==================== seg_scan_display
==> seg_scan_display/flops_by_reg.png <==
Bar = 20 um.
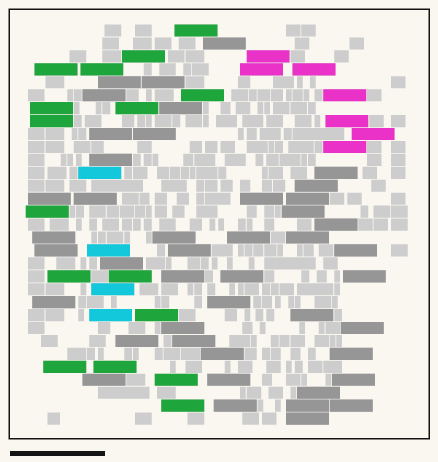

### src/rtl/seg_scan_display.sv
`default_nettype none
// ============================================================================
// Module   : seg_scan_display
// Brief    : Multiplexed N-digit 7-segment driver, frame-synchronous updates.
// Revision : 1.0
// ============================================================================
module seg_scan_display #(
  parameter int DIGITS      = 4,
  parameter int REFRESH_DIV = 50000,
  parameter int GUARD       = 2
) (
  input  logic                  clk,
  input  logic                  rst_n,
  input  logic                  mode,
  input  logic                  enable,
  input  logic                  load,
  input  logic [4*DIGITS-1:0]   value,
  input  logic [DIGITS-1:0]     dp,
  input  logic                  lz_blank,
  output logic [6:0]            seg,
  output logic                  seg_dp,
  output logic [DIGITS-1:0]     dig,
  output logic                  frame_done
);

  localparam int c_cnt_w = (REFRESH_DIV > 1) ? $clog2(REFRESH_DIV) : 1;
  localparam int c_idx_w = (DIGITS > 1) ? $clog2(DIGITS) : 1;
  localparam logic [c_cnt_w-1:0] c_cnt_last = c_cnt_w'(REFRESH_DIV - 1);
  localparam logic [c_idx_w-1:0] c_idx_last = c_idx_w'(DIGITS - 1);
  localparam logic [c_cnt_w-1:0] c_guard    = c_cnt_w'(GUARD);

  logic [4*DIGITS-1:0] r_pend_val;
  logic [DIGITS-1:0]   r_pend_dp;
  logic [4*DIGITS-1:0] r_act_val;
  logic [DIGITS-1:0]   r_act_dp;
  logic [c_cnt_w-1:0]  r_cnt;
  logic [c_idx_w-1:0]  r_idx;
  logic [6:0]          r_raw_seg;
  logic                r_raw_dp;
  logic [DIGITS-1:0]   r_raw_dig;
  logic                r_frame_done;

  logic                w_slot_end;
  logic                w_wrap;
  logic                w_dark;
  logic [3:0]          w_nib;
  logic                w_dp_sel;
  logic [DIGITS-1:0]   w_onehot;
  logic                w_zero_acc;
  logic                w_blank;

  function automatic logic [6:0] f_decode(input logic [3:0] nib);
    logic [6:0] s;
    case (nib)
      4'h0: s = 7'b0111111;
      4'h1: s = 7'b0000110;
      4'h2: s = 7'b1011011;
      4'h3: s = 7'b1001111;
      4'h4: s = 7'b1100110;
      4'h5: s = 7'b1101101;
      4'h6: s = 7'b1111101;
      4'h7: s = 7'b0000111;
      4'h8: s = 7'b1111111;
      4'h9: s = 7'b1101111;
      4'hA: s = 7'b1110111;
      4'hB: s = 7'b1111100;
      4'hC: s = 7'b0111001;
      4'hD: s = 7'b1011110;
      4'hE: s = 7'b1111001;
      default: s = 7'b1110001;
    endcase
    return s;
  endfunction

  assign w_slot_end = (r_cnt == c_cnt_last);
  assign w_wrap     = enable && w_slot_end && (r_idx == c_idx_last);
  assign w_dark     = !enable || (r_cnt < c_guard);

  // Walk from the most significant digit down so the accumulator tells
  // whether every nibble at or above the current one is zero.
  always_comb begin
    w_nib      = 4'h0;
    w_dp_sel   = 1'b0;
    w_onehot   = '0;
    w_zero_acc = 1'b1;
    w_blank    = 1'b0;
    for (int i = DIGITS - 1; i >= 0; i--) begin
      w_zero_acc = w_zero_acc && (r_act_val[4*i +: 4] == 4'h0);
      if (r_idx == c_idx_w'(i)) begin
        w_nib       = r_act_val[4*i +: 4];
        w_dp_sel    = r_act_dp[i];
        w_onehot[i] = 1'b1;
        w_blank     = lz_blank && (i != 0) && w_zero_acc;
      end
    end
  end

  always_ff @(posedge clk or negedge rst_n) begin
    if (!rst_n) begin
      r_pend_val <= '0;
      r_pend_dp  <= '0;
      r_act_val  <= '0;
      r_act_dp   <= '0;
    end else begin
      if (load) begin
        r_pend_val <= value;
        r_pend_dp  <= dp;
      end
      if (!enable) begin
        r_act_val <= r_pend_val;
        r_act_dp  <= r_pend_dp;
      end else if (w_wrap) begin
        // A load landing on the wrap edge bypasses pending.
        r_act_val <= load ? value : r_pend_val;
        r_act_dp  <= load ? dp    : r_pend_dp;
      end
    end
  end

  always_ff @(posedge clk or negedge rst_n) begin
    if (!rst_n) begin
      r_cnt        <= '0;
      r_idx        <= '0;
      r_frame_done <= 1'b0;
    end else begin
      r_frame_done <= w_wrap;
      if (!enable) begin
        r_cnt <= '0;
        r_idx <= '0;
      end else if (w_slot_end) begin
        r_cnt <= '0;
        r_idx <= (r_idx == c_idx_last) ? '0 : r_idx + c_idx_w'(1);
      end else begin
        r_cnt <= r_cnt + c_cnt_w'(1);
      end
    end
  end

  always_ff @(posedge clk or negedge rst_n) begin
    if (!rst_n) begin
      r_raw_seg <= '0;
      r_raw_dp  <= 1'b0;
      r_raw_dig <= '0;
    end else if (w_dark) begin
      r_raw_seg <= '0;
      r_raw_dp  <= 1'b0;
      r_raw_dig <= '0;
    end else begin
      r_raw_seg <= w_blank ? 7'b0 : f_decode(w_nib);
      r_raw_dp  <= w_dp_sel;
      r_raw_dig <= w_onehot;
    end
  end

  // Pin polarity follows mode with no register stage.
  assign seg        = mode ? r_raw_seg : ~r_raw_seg;
  assign seg_dp     = mode ? r_raw_dp  : ~r_raw_dp;
  assign dig        = mode ? ~r_raw_dig : r_raw_dig;
  assign frame_done = r_frame_done;

endmodule
`default_nettype wire

### config.mk
export PLATFORM = sky130hd
export DESIGN_NAME = seg_scan_display
export DESIGN_NICKNAME = d
export VERILOG_FILES = /design/src/rtl/seg_scan_display.sv
export SDC_FILE = /design/constraint.sdc
export NUM_CORES = 1
export LEC_CHECK = 0
export ABC_CLOCK_PERIOD_IN_PS = 3000
export CORE_AREA = 2 2 86 88
export CTS_BUF_LIST = sky130_fd_sc_hd__clkbuf_4
export DETAILED_ROUTE_END_ITERATION = 6
export DIE_AREA = 0 0 88 90
export GPL_TIMING_DRIVEN = 0
export PLACE_DENSITY = 0.76
export SYNTH_ARGS = -nofsm -noshare
export SYNTH_HDL_FRONTEND = slang
export SYNTH_SLANG_ARGS = --single-unit
### constraint.sdc
create_clock -name clk -period 3 [get_ports clk]
set_clock_uncertainty 0.15 [all_clocks]
set_input_delay 0.6 -clock clk [delete_from_list [all_inputs] [get_ports clk]]
set_output_delay 0.6 -clock clk [all_outputs]
set_load 0.05 [all_outputs]
==================== instr_encoder
File: config.mk
export PLATFORM = sky130hd
export DESIGN_NAME = instr_encoder
export DESIGN_NICKNAME = d
export VERILOG_FILES = /design/src/rtl/instr_encoder.sv
export SDC_FILE = /design/constraint.sdc
export NUM_CORES = 1
export LEC_CHECK = 0
export ABC_AREA = 0
export CORE_AREA = 2 2 88 90
export CTS_CLUSTER_SIZE = 24
export DETAILED_ROUTE_END_ITERATION = 10
export DIE_AREA = 0 0 90 92
export PLACE_DENSITY = 0.84
export SETUP_SLACK_MARGIN = 0.15
export SLEW_MARGIN = 10
export SYNTH_ARGS = -nofsm -noshare
export SYNTH_HDL_FRONTEND = slang
export SYNTH_SLANG_ARGS = --single-unit
File: constraint.sdc
create_clock -name i_clk -period 7.61 [get_ports i_clk]
set_clock_uncertainty 0.1 [all_clocks]
set_input_delay 2.283 -clock i_clk [delete_from_list [all_inputs] [get_ports i_clk]]
set_output_delay 2.283 -clock i_clk [all_outputs]
set_load 0.02 [all_outputs]
File: src/rtl/instr_encoder.sv
// instr_encoder: streaming RV32I instruction encoder.
// Packs decoded fields plus a full 32-bit immediate into an R/I/S/B/U/J word,
// and expands the LI pseudo-op into LUI+ADDI, which needs up to two words.
// A one-entry output register sits behind valid/ready handshakes on both sides.
// Optional feature: define RANGE_CHECK_EN to flag immediates that cannot be
// represented in the selected format; otherwise o_RangeErr is tied low.
module instr_encoder (
  input  logic        i_clk,
  input  logic        i_rst,
  input  logic        i_Valid,
  output logic        o_Ready,
  input  logic [2:0]  i_Format,
  input  logic [6:0]  i_Opcode,
  input  logic [4:0]  i_Rd,
  input  logic [4:0]  i_Rs1,
  input  logic [4:0]  i_Rs2,
  input  logic [2:0]  i_Funct3,
  input  logic [6:0]  i_Funct7,
  input  logic [31:0] i_Imm,
  output logic        o_Valid,
  input  logic        i_Ready,
  output logic [31:0] o_Instruction,
  output logic        o_Last,
  output logic        o_RangeErr
);

  localparam int WORD_SIZE = 32;

  localparam logic [2:0] FMT_R  = 3'd0;
  localparam logic [2:0] FMT_I  = 3'd1;
  localparam logic [2:0] FMT_S  = 3'd2;
  localparam logic [2:0] FMT_B  = 3'd3;
  localparam logic [2:0] FMT_U  = 3'd4;
  localparam logic [2:0] FMT_J  = 3'd5;
  localparam logic [2:0] FMT_LI = 3'd6;

  localparam logic [6:0] OP_LUI = 7'b0110111;
  localparam logic [6:0] OP_IMM = 7'b0010011;
  localparam logic [WORD_SIZE-1:0] NOP_WORD = 32'h0000_0013;

  typedef enum logic [1:0] {EMPTY, FULL, LI_HI} state_t;

  state_t               state;
  logic                 accept;
  logic [WORD_SIZE-1:0] li_sum;
  logic [19:0]          hi20;
  logic [11:0]          lo12;
  logic [WORD_SIZE-1:0] first_word;
  logic [WORD_SIZE-1:0] second_word;
  logic [WORD_SIZE-1:0] pending_word;
  logic                 first_last;
  logic                 two_word;
  logic                 range_err;

  // Input is taken when empty, or when the held word leaves this same cycle.
  assign o_Ready = (state == EMPTY) || ((state == FULL) && i_Ready);
  assign accept  = i_Valid && o_Ready;

  // LI split: rounding by 0x800 compensates for ADDI sign-extending lo12.
  assign li_sum = i_Imm + 32'h0000_0800;
  assign hi20   = li_sum[31:12];
  assign lo12   = i_Imm[11:0];

  // Pack the request fields into the first word and, for a 2-word LI, the ADDI.
  always_comb begin
    first_word  = NOP_WORD;
    second_word = '0;
    first_last  = 1'b1;
    two_word    = 1'b0;
    case (i_Format)
      FMT_R: first_word = {i_Funct7, i_Rs2, i_Rs1, i_Funct3, i_Rd, i_Opcode};
      FMT_I: first_word = {i_Imm[11:0], i_Rs1, i_Funct3, i_Rd, i_Opcode};
      FMT_S: first_word = {i_Imm[11:5], i_Rs2, i_Rs1, i_Funct3, i_Imm[4:0], i_Opcode};
      FMT_B: first_word = {i_Imm[12], i_Imm[10:5], i_Rs2, i_Rs1, i_Funct3,
                           i_Imm[4:1], i_Imm[11], i_Opcode};
      FMT_U: first_word = {i_Imm[31:12], i_Rd, i_Opcode};
      FMT_J: first_word = {i_Imm[20], i_Imm[10:1], i_Imm[11], i_Imm[19:12],
                           i_Rd, i_Opcode};
      FMT_LI: begin
        if (hi20 == 20'd0) begin
          first_word = {lo12, 5'd0, 3'd0, i_Rd, OP_IMM};
        end else if (lo12 == 12'd0) begin
          first_word = {hi20, i_Rd, OP_LUI};
        end else begin
          first_word  = {hi20, i_Rd, OP_LUI};
          second_word = {lo12, i_Rd, 3'd0, i_Rd, OP_IMM};
          first_last  = 1'b0;
          two_word    = 1'b1;
        end
      end
      default: first_word = NOP_WORD;
    endcase
  end

`ifdef RANGE_CHECK_EN
  logic signed [WORD_SIZE-1:0] simm;
  assign simm = $signed(i_Imm);

  // Flag immediates whose significant bits would be dropped by the packing.
  always_comb begin
    range_err = 1'b0;
    case (i_Format)
      FMT_I, FMT_S: range_err = (simm < -2048) || (simm > 2047);
      FMT_B:        range_err = (simm < -4096) || (simm > 4094) || i_Imm[0];
      FMT_J:        range_err = (simm < -1048576) || (simm > 1048574) || i_Imm[0];
      FMT_U:        range_err = (i_Imm[11:0] != 12'd0);
      FMT_R, FMT_LI: range_err = 1'b0;
      default:      range_err = 1'b1;
    endcase
  end
`else
  assign range_err = 1'b0;
`endif

  // Output register and control state; the ADDI half of LI waits in pending_word.
  always_ff @(posedge i_clk) begin
    if (i_rst) begin
      state         <= EMPTY;
      o_Valid       <= 1'b0;
      o_Instruction <= '0;
      o_Last        <= 1'b0;
      o_RangeErr    <= 1'b0;
      pending_word  <= '0;
    end else begin
      case (state)
        EMPTY, FULL: begin
          if (accept) begin
            o_Valid       <= 1'b1;
            o_Instruction <= first_word;
            o_Last        <= first_last;
            o_RangeErr    <= range_err;
            pending_word  <= second_word;
            state         <= two_word ? LI_HI : FULL;
          end else if ((state == FULL) && i_Ready) begin
            o_Valid <= 1'b0;
            state   <= EMPTY;
          end
        end
        LI_HI: begin
          if (i_Ready) begin
            o_Instruction <= pending_word;
            o_Last        <= 1'b1;
            state         <= FULL;
          end
        end
        default: state <= EMPTY;
      endcase
    end
  end

endmodule

==================== uart_tx_sched_flat
<file path="src/rtl/uart_tx_sched_if.sv">
// Bundle of the signals between the byte sources, the scheduler and the
// UART transmitter.
// The scheduler connects to the slave modport.
// The master modport is for the environment that raises requests and reports
// transmitter completion.
interface uart_tx_sched_if #(
    parameter int NREQ      = 4,
    parameter int DATA_BITS = 8
);
    localparam int OW = $clog2(NREQ);

    logic [NREQ-1:0]           req;
    logic [NREQ*DATA_BITS-1:0] req_data;
    logic [NREQ-1:0]           gnt;
    logic [DATA_BITS-1:0]      tx_data;
    logic                      txd_startH;
    logic                      txd_done;
    logic                      busy;
    logic [OW-1:0]             owner;
    logic                      tmo_err;

    modport master (
        output req, req_data, txd_done,
        input  gnt, tx_data, txd_startH, busy, owner, tmo_err
    );

    modport slave (
        input  req, req_data, txd_done,
        output gnt, tx_data, txd_startH, busy, owner, tmo_err
    );
endinterface

</file>
<file path="src/rtl/uart_tx_sched.sv">
// Round-robin scheduler that shares one UART transmitter between NREQ byte sources.
// A grant captures the winner's byte and pulses txd_startH.
// The scheduler then waits for a rising edge on txd_done, or aborts after
// TIMEOUT cycles.
// It then holds off for GAP_CYCLES cycles before it arbitrates again.
// All outputs come straight from flops.
module uart_tx_sched #(
    parameter int NREQ       = 4,
    parameter int DATA_BITS  = 8,
    parameter int GAP_CYCLES = 2,
    parameter int TIMEOUT    = 64
) (
    input logic            bclk,
    input logic            rst_n,
    uart_tx_sched_if.slave bus
);

    localparam int OW = $clog2(NREQ);
    localparam int WW = $clog2(TIMEOUT);
    localparam int GW = (GAP_CYCLES > 1) ? $clog2(GAP_CYCLES) : 1;

    localparam logic [OW-1:0] OWNER_RST = OW'(NREQ - 1);
    localparam logic [WW-1:0] WD_LAST   = WW'(TIMEOUT - 1);
    localparam logic [GW-1:0] GAP_LAST  = GW'(GAP_CYCLES - 1);

    typedef enum logic [1:0] {
        IDLE,
        START,
        WAIT_DONE,
        GAP
    } state_t;

    state_t               state_q, state_d;
    logic [NREQ-1:0]      gnt_q, gnt_d;
    logic [DATA_BITS-1:0] tx_data_q, tx_data_d;
    logic                 start_q, start_d;
    logic                 busy_q, busy_d;
    logic [OW-1:0]        owner_q, owner_d;
    logic                 tmo_err_q, tmo_err_d;
    logic [WW-1:0]        wd_cnt_q, wd_cnt_d;
    logic [GW-1:0]        gap_cnt_q, gap_cnt_d;
    logic                 done_q, done_d;

    logic [OW-1:0]        sel;
    logic [OW-1:0]        cand;
    logic                 req_any;
    logic                 done_rise;

    // Only a low-to-high transition of txd_done counts as frame completion.
    // This stops a level left high by the previous frame from ending the next one early.
    assign done_rise = bus.txd_done & ~done_q;

    // Find the requester to serve next.
    // The search starts just after the last owner and wraps around, so every
    // pending requester is served before any one is served twice.
    always_comb begin
        sel     = owner_q;
        cand    = owner_q;
        req_any = 1'b0;
        for (int k = 1; k <= NREQ; k++) begin
            cand = OW'((int'(owner_q) + k) % NREQ);
            if (!req_any && bus.req[cand]) begin
                req_any = 1'b1;
                sel     = cand;
            end
        end
    end

    // Next-state and registered-output logic for the grant / wait / gap sequence.
    always_comb begin
        state_d   = state_q;
        gnt_d     = '0;
        tx_data_d = tx_data_q;
        start_d   = 1'b0;
        owner_d   = owner_q;
        tmo_err_d = 1'b0;
        wd_cnt_d  = wd_cnt_q;
        gap_cnt_d = gap_cnt_q;
        done_d    = bus.txd_done;

        case (state_q)
            IDLE: begin
                if (req_any) begin
                    gnt_d[sel] = 1'b1;
                    tx_data_d  = bus.req_data[int'(sel) * DATA_BITS +: DATA_BITS];
                    owner_d    = sel;
                    start_d    = 1'b1;
                    state_d    = START;
                end
            end
            START: begin
                wd_cnt_d = '0;
                state_d  = WAIT_DONE;
            end
            WAIT_DONE: begin
                wd_cnt_d = wd_cnt_q + WW'(1);
                if (done_rise) begin
                    gap_cnt_d = '0;
                    state_d   = GAP;
                end else if (wd_cnt_q == WD_LAST) begin
                    tmo_err_d = 1'b1;
                    gap_cnt_d = '0;
                    state_d   = GAP;
                end
            end
            GAP: begin
                if (gap_cnt_q == GAP_LAST) begin
                    gap_cnt_d = '0;
                    state_d   = IDLE;
                end else begin
                    gap_cnt_d = gap_cnt_q + GW'(1);
                end
            end
            default: begin
                state_d = IDLE;
            end
        endcase

        busy_d = (state_d != IDLE);
    end

    // State, counter and output registers.
    // Reset returns to IDLE at once, even in the middle of a frame.
    always_ff @(posedge bclk or negedge rst_n) begin
        if (!rst_n) begin
            state_q   <= IDLE;
            gnt_q     <= '0;
            tx_data_q <= '0;
            start_q   <= 1'b0;
            busy_q    <= 1'b0;
            owner_q   <= OWNER_RST;
            tmo_err_q <= 1'b0;
            wd_cnt_q  <= '0;
            gap_cnt_q <= '0;
            done_q    <= 1'b1;
        end else begin
            state_q   <= state_d;
            gnt_q     <= gnt_d;
            tx_data_q <= tx_data_d;
            start_q   <= start_d;
            busy_q    <= busy_d;
            owner_q   <= owner_d;
            tmo_err_q <= tmo_err_d;
            wd_cnt_q  <= wd_cnt_d;
            gap_cnt_q <= gap_cnt_d;
            done_q    <= done_d;
        end
    end

    assign bus.gnt        = gnt_q;
    assign bus.tx_data    = tx_data_q;
    assign bus.txd_startH = start_q;
    assign bus.busy       = busy_q;
    assign bus.owner      = owner_q;
    assign bus.tmo_err    = tmo_err_q;

endmodule

</file>
<file path="src/flat_wrapper.sv">
// flat-port wrapper written by rule: the top's interface ports become plain ports
module uart_tx_sched_flat 
#(
    parameter int NREQ       = 4,
    parameter int DATA_BITS  = 8,
    parameter int GAP_CYCLES = 2,
    parameter int TIMEOUT    = 64
)
  (bclk, rst_n, bus_req, bus_req_data, bus_txd_done, bus_gnt, bus_tx_data, bus_txd_startH, bus_busy, bus_owner, bus_tmo_err);
  uart_tx_sched_if #(.NREQ(NREQ), .DATA_BITS(DATA_BITS)) bus_i ();
  input logic bclk;
  input logic rst_n;
  input wire logic [$bits(bus_i.req)-1:0] bus_req;
  input wire logic [$bits(bus_i.req_data)-1:0] bus_req_data;
  input wire logic [$bits(bus_i.txd_done)-1:0] bus_txd_done;
  output wire logic [$bits(bus_i.gnt)-1:0] bus_gnt;
  output wire logic [$bits(bus_i.tx_data)-1:0] bus_tx_data;
  output wire logic [$bits(bus_i.txd_startH)-1:0] bus_txd_startH;
  output wire logic [$bits(bus_i.busy)-1:0] bus_busy;
  output wire logic [$bits(bus_i.owner)-1:0] bus_owner;
  output wire logic [$bits(bus_i.tmo_err)-1:0] bus_tmo_err;
  assign bus_i.req = bus_req;
  assign bus_i.req_data = bus_req_data;
  assign bus_i.txd_done = bus_txd_done;
  assign bus_gnt = bus_i.gnt;
  assign bus_tx_data = bus_i.tx_data;
  assign bus_txd_startH = bus_i.txd_startH;
  assign bus_busy = bus_i.busy;
  assign bus_owner = bus_i.owner;
  assign bus_tmo_err = bus_i.tmo_err;
  uart_tx_sched #(.NREQ(NREQ), .DATA_BITS(DATA_BITS), .GAP_CYCLES(GAP_CYCLES), .TIMEOUT(TIMEOUT)) u_core (.bclk(bclk), .rst_n(rst_n), .bus(bus_i));
endmodule
</file>
<file path="config.mk">
export PLATFORM = sky130hd
export DESIGN_NAME = uart_tx_sched_flat
export DESIGN_NICKNAME = d
export VERILOG_FILES = /design/src/rtl/uart_tx_sched_if.sv /design/src/rtl/uart_tx_sched.sv /design/src/flat_wrapper.sv
export SDC_FILE = /design/constraint.sdc
export NUM_CORES = 1
export LEC_CHECK = 0
export CAP_MARGIN = 20
export CORE_UTILIZATION = 45
export CTS_CLUSTER_DIAMETER = 40
export DETAILED_ROUTE_END_ITERATION = 8
export GPL_TIMING_DRIVEN = 1
export HOLD_SLACK_MARGIN = 0.15
export PLACE_DENSITY = 0.82
export SYNTH_ARGS = -nofsm -noshare
export SYNTH_HDL_FRONTEND = slang
export SYNTH_SLANG_ARGS = --single-unit
</file>
<file path="constraint.sdc">
create_clock -name bclk -period 2.5 [get_ports bclk]
set_clock_uncertainty 0.05 [all_clocks]
set_input_delay 0.5 -clock bclk [delete_from_list [all_inputs] [get_ports bclk]]
set_output_delay 0.5 -clock bclk [all_outputs]
set_load 0.005 [all_outputs]
</file>
==> seg_scan_display/congestion.png <==
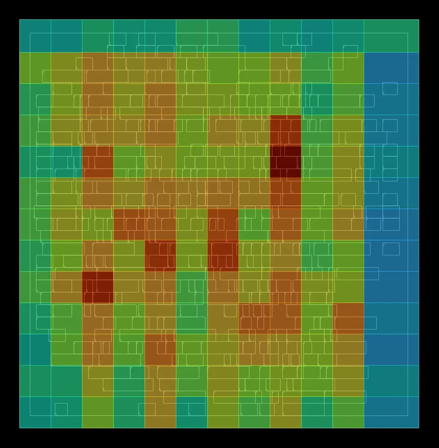
met3 Use GR: 0.0331
gr busiest metal: met2
Finished Core Util: 0.611
All-Layer GR Usage: 0.191

==> seg_scan_display/detail.png <==
Bar = 5 um. Window x 34 to 54, y 53 to 73 um. Cells in gray, sequential cells in the stronger gray; small squares are vias.
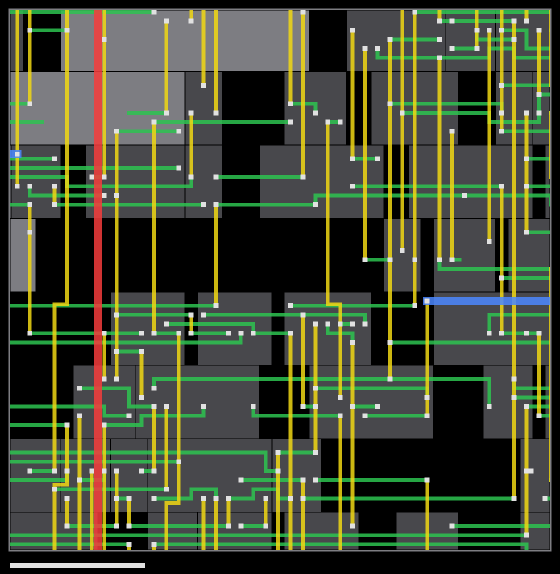
Blue marks metal 3. Red marks metal 4. Yellow marks metal 2. Green marks metal 1.
35 logic cells have their middle in the window. Most frequent: ha_1 (4), nor2_1 (3). Netlist names of flops here include r_act_val (1), r_pend_val (1). Sequential cells in the window: 2.

## Picture notes: seg_scan_display/flops_by_reg.png
Cyan marks r_act_dp, sequential cells 4. Magenta marks r_raw_seg, sequential cells 7, where top right. Green marks r_pend_val, sequential cells 16.
seq pwr: 1.08 mW
sequential cell area share: 0.414

==> ci_impl_report.md, seg_scan_display <==
### Metrics collected by this job

| Metric | Value |
|---|---|
| Vias in the first global route | 2523 |
| Clock latency (worst-skew pair) | 420 ps |
| Buf+Inv Stages, Crit Path | 3 |
| Sink Count | 71 |
| Vias | 2645 |
| Pin slew with the least headroom to its limit | 870 ps |
| Critical Path Start | mode |
| Final worst-path cycle share | 0.960 |
| Logic pwr share | 0.162 |
| Arrival time worst endpoint | 2130 ps |
| CP Class | in -> out |
| Floorplan core density | 0.510 |
| MaxCap Viol Count | 0 |
| Clock buffer count | 10 |
| FFs & Latches | 71 |
| IO Pins | 39 |
| Post-synth top area cell | dfrtp_1 |
| Placed inst area | 4070 sq um |
| Top-count cell post-synth | dfrtp_1 |
| Cell type taking the most area | flip-flops and latches |
| Worst-path cell chain | clkdlybuf4s50_1, buf_2, xor2_1, dlygate4sd2_1 |
| Register area | 1780 sq um |
| Largest cells by area | dfrtp_1 50%, mux2i_1 7.3%, mux2_2 6.3% |
| Cell count along the critical path | 4 |
| Grt ovf | 0 |
| Initial antenna violation count | 0 |
| Logic power comb | 0.374 mW |
| Top power group | registers |
| Sum Neg Setup Slack | 0 ps |
| Clock Path Buffers | 2 |
| Detailed placement HPWL | 5.04 mm |
| Status | finished clean |
| Die Area | 7920 sq um |
| XOR Share, Synth | 0.0661 |
| Leakage | 1.96 nW |
## seg_scan_display: stage by stage
stage | hold WS (ps) | std cells | utilization | worst slack (ps)
floorplan | 154 | 335 | - | 151
global placement | 287 | 471 | 0.580 | -1130
detailed placement | 296 | 471 | 0.580 | -478
CTS | 163 | 488 | 0.610 | 77.1
global route | 210 | 487 | 0.611 | 3.73
finish | 139 | 487 | 0.611 | 121
## seg_scan_display: layout by cell type (no fill, tap or decap), types with 2 or more instances in the layout
cell type	count
mux2i_1	26
clkbuf_2	2
inv_1	9
a211oi_1	4
xor2_1	11
nand3b_1	3
nand3_1	8
nor3_1	10
xnor2_1	16
buf_2	6
and4_1	2
clkbuf_4	10
nor3b_1	3
o21ai_0	21
nand4_1	3
clkdlybuf4s50_1	26
mux2_2	20
nor2_1	26
dfrtp_1	71
clkbuf_1	7
bufinv_16	4
clkinv_1	2
a21oi_1	8
ha_1	10
buf_4	2
dlygate4sd2_1	10
nor4_1	4
and2_1	5
a211oi_2	2
nor2b_1	6
nand2_1	30
## seg_scan_display: metal layers
layer  GRT usage  vias to the layer above
li1            -                     1267
met1       0.271                     1308
met2       0.287                       57
met3      0.0331                       13
met4      0.0846                        0
met5           0                        -
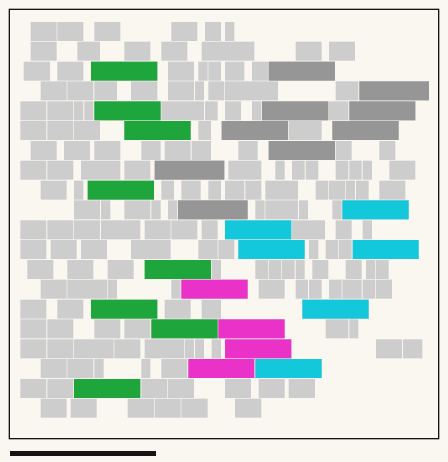
(uart_tx_sched_flat/flops_by_reg.png)
Bar = 20 um.
Magenta marks u_core.bus.gnt, sequential cells 4, where bottom middle. Green marks u_core.bus.tx_data, sequential cells 8. Cyan marks u_core.wd_cnt_q, sequential cells 6.
Finished Core Util: 0.686
sequential cell area share: 0.325
seq pwr: 0.715 mW
register area: 679 sq um

==> ci_impl_report.md, uart_tx_sched_flat <==
### Metrics collected by this job

| Metric | Value |
|---|---|
| CP Launch Type | input port |
| Final setup violation count | 0 |
| CP endpoint kind | flip-flop |
| All-Layer GR Usage | 0.213 |
| DR vias/cell | 5.35 |
| Worst hold path type | reg -> reg |
| Max Transition Viols Final | 0 |
| Placed inst area | 2060 sq um |
| Crit Path Max Fanout | 11 |
| Ys async rst share | 1.00 |
| Maximum VDD drop | 0.000555 V |
| Final setup margin | 424 ps |
| HP Start | u_core.bus.tx_data[3] |
| Floorplan core density | 0.474 |
| Most numerous logic cell after layout | clkdlybuf4s50_1 |
| Detailed placement HPWL | 2.58 mm |
| Hold EP | u_core.bus.tx_data[3] |
| Cell count along the critical path | 6 |
| Clock Path Buffers | 2 |
| Reg2Reg Depth | 6 |
| Syn Std Cell Area | 1450 sq um |
| Sum Neg Setup Slack | 0 ps |
| Max reg flops | 8 |
| Synth top cells by count | 24 x dfrtp_1, 17 x mux2i_1, 14 x nand2_1, 13 x o21ai_0, 8 x inv_1 |
| Max_slew headroom | 0.620 |
| Worst r2r src | u_core.bus.owner[0] |
| Hold buffers post-CTS | 0 |
| H-tree depth | 1 |
| Reg clk slew, reported paths | 150 ps |
| FILL cells | 243 |
| GR Util met1 | 0.240 |
| Seq share, synth | 0.470 |
| Final worst-path cycle share | 0.831 |
| Post-route insts no fill | 237 |
| Vias | 1267 |
| Max stage delay on crit path | 550 ps |
| Final Hold Viols | 0 |
| DP Worst Slack | 21.1 ps |
| DRT iter0 DRCs | 43 |
| Status | finished clean |
==> uart_tx_sched_flat: cell families (layout without fill, tap and decap cells) <==
| group | after synthesis | in the layout | synth area share |
|---|---|---|---|
| adder cells (fa/ha/maj) | 5 | 5 | 0.0433 |
| multiplexers | 17 | 17 | 0.118 |
| AND-OR/OR-AND | 33 | 33 | 0.186 |
| AND/OR/NAND/NOR | 40 | 40 | 0.135 |
| buffers and inverters | 13 | 70 | 0.0424 |
| flip-flops | 27 | 27 | 0.470 |
| XOR/XNOR | 1 | 1 | 0.00606 |
==> uart_tx_sched_flat: power breakdown <==
group / internal, mW / total (mW) / switching (mW)
logic: 0.628 / 1.18 / 0.552
registers: 0.604 / 0.715 / 0.111
clock network: 0.0611 / 0.194 / 0.133
==> uart_tx_sched_flat: cell type report <==
type / count / area [sq um] / share of cell area
multi-input combinational: 96 / 713 / 0.341
sequential: 27 / 679 / 0.325
timing repair buffer: 58 / 586 / 0.280
tap: 44 / 55.1 / 0.0263
inverter: 8 / 30.0 / 0.0143
clock buffer: 3 / 22.5 / 0.0108
clock inverter: 1 / 7.51 / 0.00359
==> instr_encoder/logic_types.png <==
Bar = 20 um.
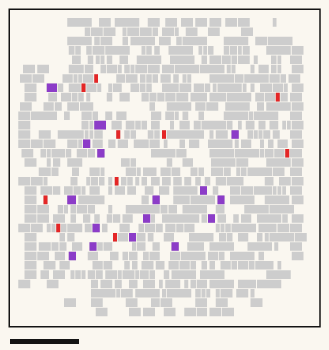
Purple marks AND and OR gates, cells 16, most used and3_1. Red marks inverters, cells 10, most used inv_1.
post-route insts no fill: 650
most numerous logic cell after layout: clkdlybuf4s50_1
Comb/total area: 0.487

==> ci_impl_report.md, instr_encoder <==
### Metrics collected by this job

| Metric | Value |
|---|---|
| Yosys simple share | 0.252 |
| Vias in the first global route | 3771 |
| Required time of the critical path | 5230 ps |
| Top cell area share | 0.293 |
| Sink Count | 54 |
| Post-synth top area cell | dfxtp_1 |
| Die X | 90 um |
| Status | finished clean |
| FILL cells | 677 |
| Synth top cells by count | 54 x dfxtp_1, 51 x nor2_1, 47 x a21oi_1, 31 x nand2_1, 19 x nand3_1 |
| XOR Share, Synth | 0.0404 |
| Post-synth EDFFs | 0 |
| Initial antenna violation count | 0 |
| Max Transition Viols Final | 0 |
| Max stage delay on crit path | 600 ps |
| Main logic family after synthesis | AND-OR/OR-AND gates |
| Pre-Repair DR Iteration Count | 6 |
| Layout area overhead | 32.1% |
| Site row count | 32 |
| Floorplan core density | 0.495 |
| Met3 WL | 1.02 mm |
| Pwr Density | 160 nW/um^2 |
| Vias | 4083 |
| Final setup violation count | 0 |
| Arrival time worst endpoint | 3640 ps |
| Total power draw | 0.777 mW |
| Crit Path Max Fanout | 7 |
| Chip height | 92 um |
| Buf+Inv Stages, Crit Path | 2 |
| Final-stage net count | 619 |
| Post-synth cell types | 68 |
| IO Pins | 107 |
| DP Worst Slack | 1580 ps |
## instr_encoder: worst paths after layout
| kind | to | slack, ps | from | cells past startpoint |
|---|---|---|---|---|
| worst min register to register | o_Instruction[4] | 360 | o_Instruction[4] | 2 |
| worst min-delay path | o_Instruction[4] | 360 | o_Instruction[4] | 2 |
| worst max register to register | state[1] | 4710 | state[1] | 8 |
| worst max-delay path | o_Ready | 1580 | i_Ready | 4 |
## instr_encoder: sequential cells by signal, indices dropped and copies added, names as in the netlist
register       count
o_Instruction     32
o_Last             1
o_Valid            1
pending_word      18
state              2
## instr_encoder: cell type report
class / count / area share
clock inverter: 2 / 0.0123
timing repair buffer: 113 / 0.228
sequential: 54 / 0.222
inverter: 10 / 0.00771
clock buffer: 6 / 0.0170
multi-input combinational: 363 / 0.487
tap: 102 / 0.0262
## instr_encoder: report_power, final
| group | switching [mW] | total [mW] | internal, mW |
|---|---|---|---|
| registers | 0.0104 | 0.311 | 0.301 |
| logic | 0.125 | 0.232 | 0.107 |
| clock network | 0.0932 | 0.233 | 0.140 |
| total | 0.229 | 0.777 | 0.548 |
## instr_encoder: tightest hold or removal path: stages, from the launching register on
cell	delay, ps
dfxtp_1	320
nand2_1	50
a21oi_1	50


==> layout pictures side by side <==
Signal wires by layer.
Bar = 20 um.
(a)
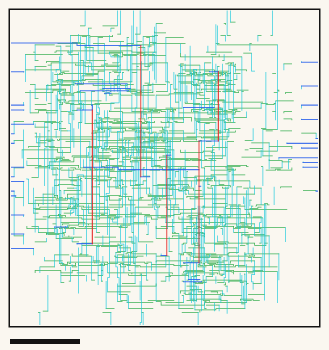
(b)
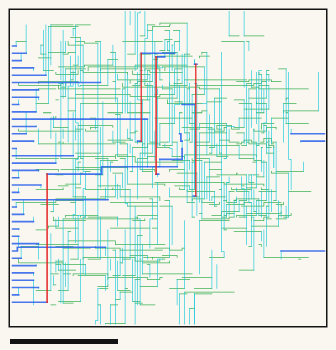
(c)
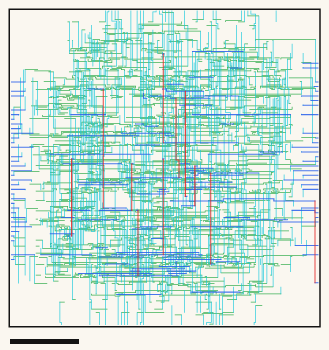
The one with the least wire is (b).
The one with the smallest die is (b).
| picture | from |
|---|---|
| (a) | seg_scan_display |
| (c) | instr_encoder |
| (b) | uart_tx_sched_flat |

Power and IR drop assume default switching activity.
